=== plab5_mcore_net_msg_to_mem_resp ===
plab5_mcore_net_msg_to_mem_resp/clock_nets.png
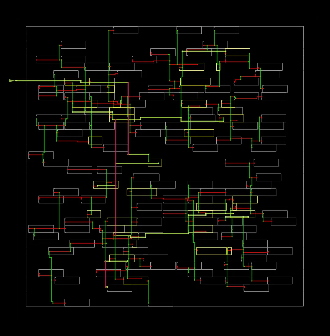

File: config.mk
export PLATFORM = sky130hd
export DESIGN_NAME = plab5_mcore_net_msg_to_mem_resp
export DESIGN_NICKNAME = d
export VERILOG_FILES = /design/src/rtl/plab5_mcore_net_msg_to_mem_resp.sv
export SDC_FILE = /design/constraint.sdc
export NUM_CORES = 1
export LEC_CHECK = 0
export CORE_AREA = 4 4 107 109
export DETAILED_ROUTE_END_ITERATION = 12
export DIE_AREA = 0 0 111 113
export GPL_TIMING_DRIVEN = 0
export PLACE_DENSITY = 0.87
export SETUP_SLACK_MARGIN = 0.2
export SYNTH_ARGS = -nofsm -noshare
export SYNTH_HDL_FRONTEND = slang
export SYNTH_SLANG_ARGS = --single-unit
File: constraint.sdc
create_clock -name clk -period 2.08 [get_ports clk]
set_input_delay 0.312 -clock clk [delete_from_list [all_inputs] [get_ports clk]]
set_output_delay 0.312 -clock clk [all_outputs]
set_load 0.03 [all_outputs]
File: src/rtl/plab5_mcore_net_msg_to_mem_resp.sv
// plab5_mcore_net_msg_to_mem_resp: net response message to mem response adapter with 2-entry FIFO, misroute drop and domain squash
//   clk, reset (async active-low), cur_domain of the attached core
//   net_val/net_rdy/net_msg_control/net_msg_data : incoming net message {dest,src,opaque,domain,fail,type,mem_opaque,len}
//   mem_val/mem_rdy/mem_msg_control/mem_msg_data/mem_msg_fail/mem_msg_domain : response to core
//   drop_count, squash_count : saturating event counters
module plab5_mcore_net_msg_to_mem_resp #(
  parameter int p_net_dest          = 0,
  parameter int p_mem_opaque_nbits  = 8,
  parameter int p_mem_data_nbits    = 32,
  parameter int p_net_opaque_nbits  = 4,
  parameter int p_net_srcdest_nbits = 3,
  localparam int MC = 3 + p_mem_opaque_nbits + 2,
  localparam int NC = 2 * p_net_srcdest_nbits + p_net_opaque_nbits + 2 + MC
) (
  input  logic                        clk,
  input  logic                        reset,
  input  logic                        cur_domain,
  input  logic                        net_val,
  output logic                        net_rdy,
  input  logic [NC-1:0]               net_msg_control,
  input  logic [p_mem_data_nbits-1:0] net_msg_data,
  output logic                        mem_val,
  input  logic                        mem_rdy,
  output logic [MC-1:0]               mem_msg_control,
  output logic [p_mem_data_nbits-1:0] mem_msg_data,
  output logic                        mem_msg_fail,
  output logic                        mem_msg_domain,
  output logic [7:0]                  drop_count,
  output logic [7:0]                  squash_count
);
  localparam int MD = p_mem_data_nbits;
  localparam int NS = p_net_srcdest_nbits;
  localparam int EW = MC + MD + 2;
  logic [EW-1:0] fifo [2];
  logic          wp, rp;
  logic [1:0]    count;
  logic [NS-1:0] dest;
  logic          msg_domain, msg_fail, hit, squash, in_fire, out_fire, wr;
  logic [EW-1:0] entry, head;
  always_comb begin
    dest       = net_msg_control[NC-1 -: NS];
    msg_domain = net_msg_control[MC+1];
    msg_fail   = net_msg_control[MC];
    hit        = dest == NS'(p_net_dest);
    squash     = msg_domain & ~cur_domain;
    net_rdy    = count < 2'd2;
    mem_val    = count != 2'd0;
    in_fire    = net_val & net_rdy;
    out_fire   = mem_val & mem_rdy;
    wr         = in_fire & hit;
    entry      = squash ? {net_msg_control[MC-1:0], {MD{1'b0}}, 1'b1, cur_domain}
                        : {net_msg_control[MC-1:0], net_msg_data, msg_fail, msg_domain};
    head       = fifo[rp];
  end
  assign mem_msg_control = head[EW-1 -: MC];
  assign mem_msg_data    = head[MD+1:2];
  assign mem_msg_fail    = head[1];
  assign mem_msg_domain  = head[0];
  always_ff @(posedge clk or negedge reset) begin
    if (!reset) begin
      fifo[0]      <= '0;
      fifo[1]      <= '0;
      wp           <= 1'b0;
      rp           <= 1'b0;
      count        <= 2'd0;
      drop_count   <= 8'd0;
      squash_count <= 8'd0;
    end else begin
      if (wr) begin
        fifo[wp] <= entry;
        wp       <= ~wp;
      end
      if (out_fire) rp <= ~rp;
      count <= count + {1'b0, wr} - {1'b0, out_fire};
      if (in_fire && !hit && drop_count != 8'hff) drop_count <= drop_count + 8'd1;
      if (wr && squash && squash_count != 8'hff) squash_count <= squash_count + 8'd1;
    end
  end
endmodule

=== demux_8bit_1para8_reg ===
$ cat config.mk
export PLATFORM = sky130hd
export DESIGN_NAME = demux_8bit_1para8_reg
export DESIGN_NICKNAME = d
export VERILOG_FILES = /design/src/rtl/demux_8bit_1para8_reg.sv
export SDC_FILE = /design/constraint.sdc
export NUM_CORES = 1
export LEC_CHECK = 0
export ABC_AREA = 1
export CAP_MARGIN = 15
export CORE_MARGIN = 3
export CORE_UTILIZATION = 46
export CTS_CLUSTER_SIZE = 40
export DETAILED_ROUTE_END_ITERATION = 16
export GPL_ROUTABILITY_DRIVEN = 0
export PLACE_DENSITY_LB_ADDON = 0.05
export SLEW_MARGIN = 25
export SYNTH_ARGS = -nofsm -noshare
export SYNTH_HDL_FRONTEND = slang
export SYNTH_SLANG_ARGS = --single-unit
$ cat constraint.sdc
create_clock -name clk -period 2.8 [get_ports clk]
set_input_delay 0.42 -clock clk [delete_from_list [all_inputs] [get_ports clk]]
set_output_delay 0.42 -clock clk [all_outputs]
set_load 0.02 [all_outputs]
$ cat src/rtl/demux_8bit_1para8_reg.sv
// Registered 1-to-8 byte distributor with a per-channel valid/ack hold and valid/ready input.
// Optional auto-increment destination pointer is enabled by defining DEMUX_AUTO_INC_EN.
module demux_8bit_1para8_reg #(
  parameter int             W         = 8,
  parameter logic [W-1:0]   RESET_VAL = '0
) (
  input  logic         clk,
  input  logic         rst,
  input  logic [W-1:0] D,
  input  logic [2:0]   S,
  input  logic         in_valid,
`ifdef DEMUX_AUTO_INC_EN
  input  logic         auto_md,
`endif
  output logic         in_ready,
  input  logic [7:0]   ack,
  output logic [W-1:0] Y0,
  output logic [W-1:0] Y1,
  output logic [W-1:0] Y2,
  output logic [W-1:0] Y3,
  output logic [W-1:0] Y4,
  output logic [W-1:0] Y5,
  output logic [W-1:0] Y6,
  output logic [W-1:0] Y7,
  output logic [7:0]   vld,
  output logic [2:0]   ptr
);

  logic [W-1:0] y_p1 [8];
  logic [7:0]   vld_p1;
  logic [2:0]   dst;
  logic         accept;
  logic [7:0]   wr_mask;

`ifdef DEMUX_AUTO_INC_EN
  logic [2:0]   ptr_p1;
  assign dst = auto_md ? ptr_p1 : S;
  assign ptr = ptr_p1;
`else
  assign dst = S;
  assign ptr = 3'd0;
`endif

  // A full channel that is being acked this cycle frees its slot in time to accept.
  assign in_ready = ~vld_p1[dst] | ack[dst];
  assign accept   = in_valid & in_ready;
  assign wr_mask  = accept ? (8'd1 << dst) : 8'd0;

  // ---- stage p1: channel holding registers ----
  always_ff @(posedge clk or posedge rst) begin
    if (rst) begin
      for (int k = 0; k < 8; k++) y_p1[k] <= RESET_VAL;
      vld_p1 <= 8'd0;
    end else begin
      // The write bit is OR-ed in last so a same-cycle write beats an ack.
      vld_p1 <= (vld_p1 & ~ack) | wr_mask;
      if (accept) y_p1[dst] <= D;
    end
  end

`ifdef DEMUX_AUTO_INC_EN
  always_ff @(posedge clk or posedge rst) begin
    if (rst) begin
      ptr_p1 <= 3'd0;
    end else if (auto_md && accept) begin
      ptr_p1 <= ptr_p1 + 3'd1;
    end
  end
`endif

  assign Y0  = y_p1[0];
  assign Y1  = y_p1[1];
  assign Y2  = y_p1[2];
  assign Y3  = y_p1[3];
  assign Y4  = y_p1[4];
  assign Y5  = y_p1[5];
  assign Y6  = y_p1[6];
  assign Y7  = y_p1[7];
  assign vld = vld_p1;

endmodule

demux_8bit_1para8_reg/m1.png
Supply wires on this layer in gray.
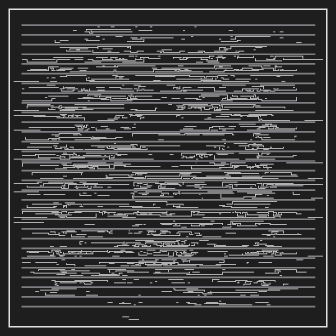
413 nets have wire on it. The wires run mostly horizontal. The layer holds 44% of the routed length. The longest straight run is 31.3 um. The layer carries 3770 um of wire.
global routing usage on met1: 31.6%
aggregate routed wire length: 8590 um
total number of vias: 2798

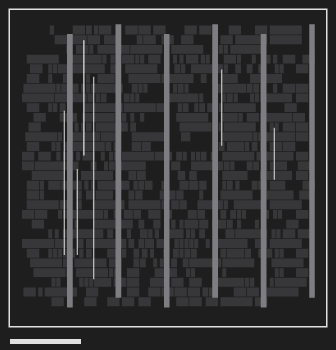
demux_8bit_1para8_reg/m4.png
Scale bar: 20 um. Supply wires on this layer in gray. Cells faint in the background.
The layer holds 2.2% of the routed length. The layer carries 188 um of wire. 5 nets have wire on it.

==> summary.json, demux_8bit_1para8_reg <==
{
  "synth-compound-area-share_pct": 1.44,
  "critical_path.cell_chain": "clkdlybuf4s50_1 > buf_4 > nor2_2 > nand2_1 > nand3_1 > nor2_1 > nand2_4 > nand2_4 > inv_1 > dlymetal6s2s_1",
  "cap_viol_max_count": 0,
  "largest_cell_class": "registers",
  "boundaryPins": 98,
  "place_ws_ns": 0.0609,
  "core_region_area_um2": 6490,
  "powerDensity_nw_per_um2": 768,
  "synthFlopType": "sky130_fd_sc_hd__dfrtp_1",
  "r2r-start": "vld[1]",
  "outcome": "finished, final reports clean",
  "sh_comb_area_pct": 26.0,
  "m1WireLength_um": 3770,
  "regToRegSetupSlack_ns": 1.11,
  "final.hold.worst_slack_ns": 0.440,
  "multiInputCombCellCount": 253,
  "layout.area.comb_um2": 1140,
  "yosys.area_share.simple_pct": 34.6,
  "grt_setup_unrepaired": "no"
}
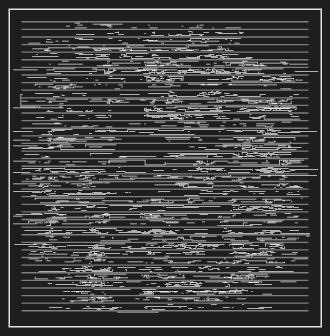
plab5_mcore_net_msg_to_mem_resp/m1.png
Supply wires on this layer in gray.
602 nets have wire on it. The layer holds 41% of the routed length. The layer carries 5300 um of wire.

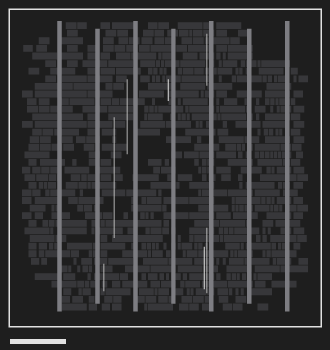
plab5_mcore_net_msg_to_mem_resp/m4.png
Scale bar: 20 um. Supply wires on this layer in gray. Cells faint in the background.
The wires run mostly vertical. The layer carries 143 um of wire. 7 nets have wire on it.

## Picture notes: plab5_mcore_net_msg_to_mem_resp/clock_nets.png
total number of sequential cells: 114
clock network latency to the later pin of the worst-skew pair: 0.50 ns

==> summary.json, plab5_mcore_net_msg_to_mem_resp <==
{
  "timing.hold.worst_endpoint": "fifo[56]",
  "worst_path_largest_cell_delay_ns": 0.44,
  "setup-violations-final": 4,
  "multiInputCombCellCount": 310,
  "first_global_vias": 4364,
  "num-nonclk-buffers": 157,
  "maxSlewHeadroom_pct": 49.0,
  "power_frac_comb_pct": 45.2,
  "antenna_cells_inserted": 0,
  "outcome": "complete, but fails checks",
  "synth-compound-area-share_pct": 7.48,
  "fin_clk_skew_ns": 0.00731,
  "sh_comb_area_pct": 29.0,
  "h-tree-depth": 4,
  "synthFlopType": "sky130_fd_sc_hd__dfrtp_1",
  "setup_slack_ns": -0.0150,
  "final.fill_count": 767,
  "grt_first_pass_wirelength_um": 21600,
  "violations_in_the_final_reports": "setup timing",
  "wl_per_cell_um": 17.2,
  "synth_warnings": 0,
  "min_path_type": "in -> reg",
  "mostFrequentLayoutCells": "sky130_fd_sc_hd__dfrtp_1, sky130_fd_sc_hd__nand2_1, sky130_fd_sc_hd__o21ai_0",
  "first_iter_violations": 142,
  "r2r.worst_path.cells": 5
}

==> notes/layouts.md <==
Pictures saved along the way, in no particular order.

M2 wires.
panel A
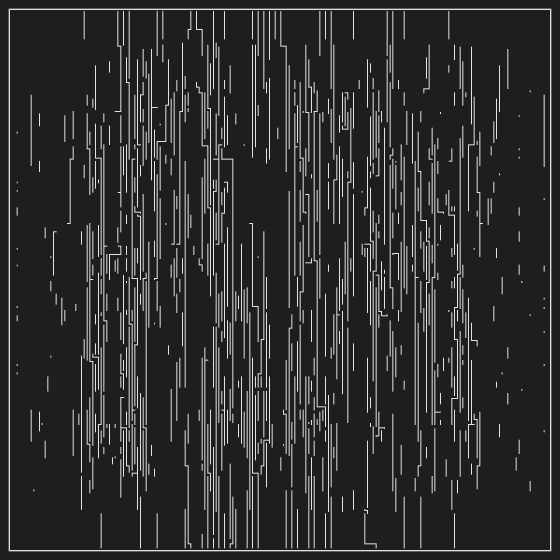
panel B
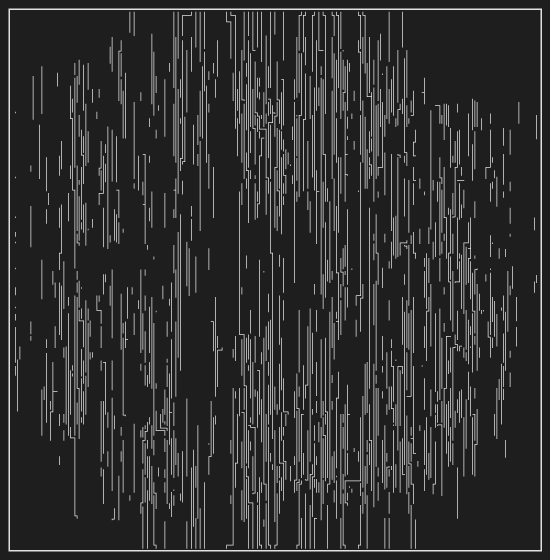
- panel B = plab5_mcore_net_msg_to_mem_resp
- panel A = demux_8bit_1para8_reg



==> layout pictures side by side <==
Met3 routing.
image #1
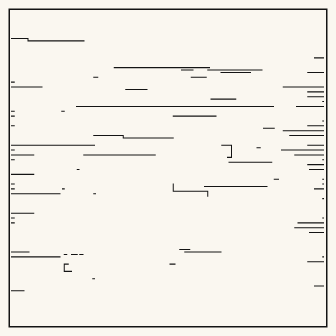
image #2
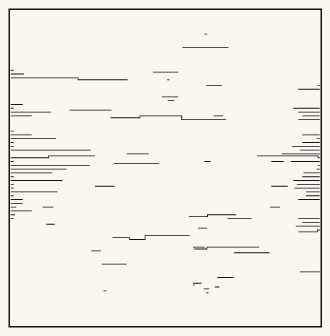
demux_8bit_1para8_reg is image #1.
plab5_mcore_net_msg_to_mem_resp is image #2.

Key to image #1:
The layer carries 497 um of wire. The layer holds 5.8% of the routed length. The longest straight run is 55.2 um.

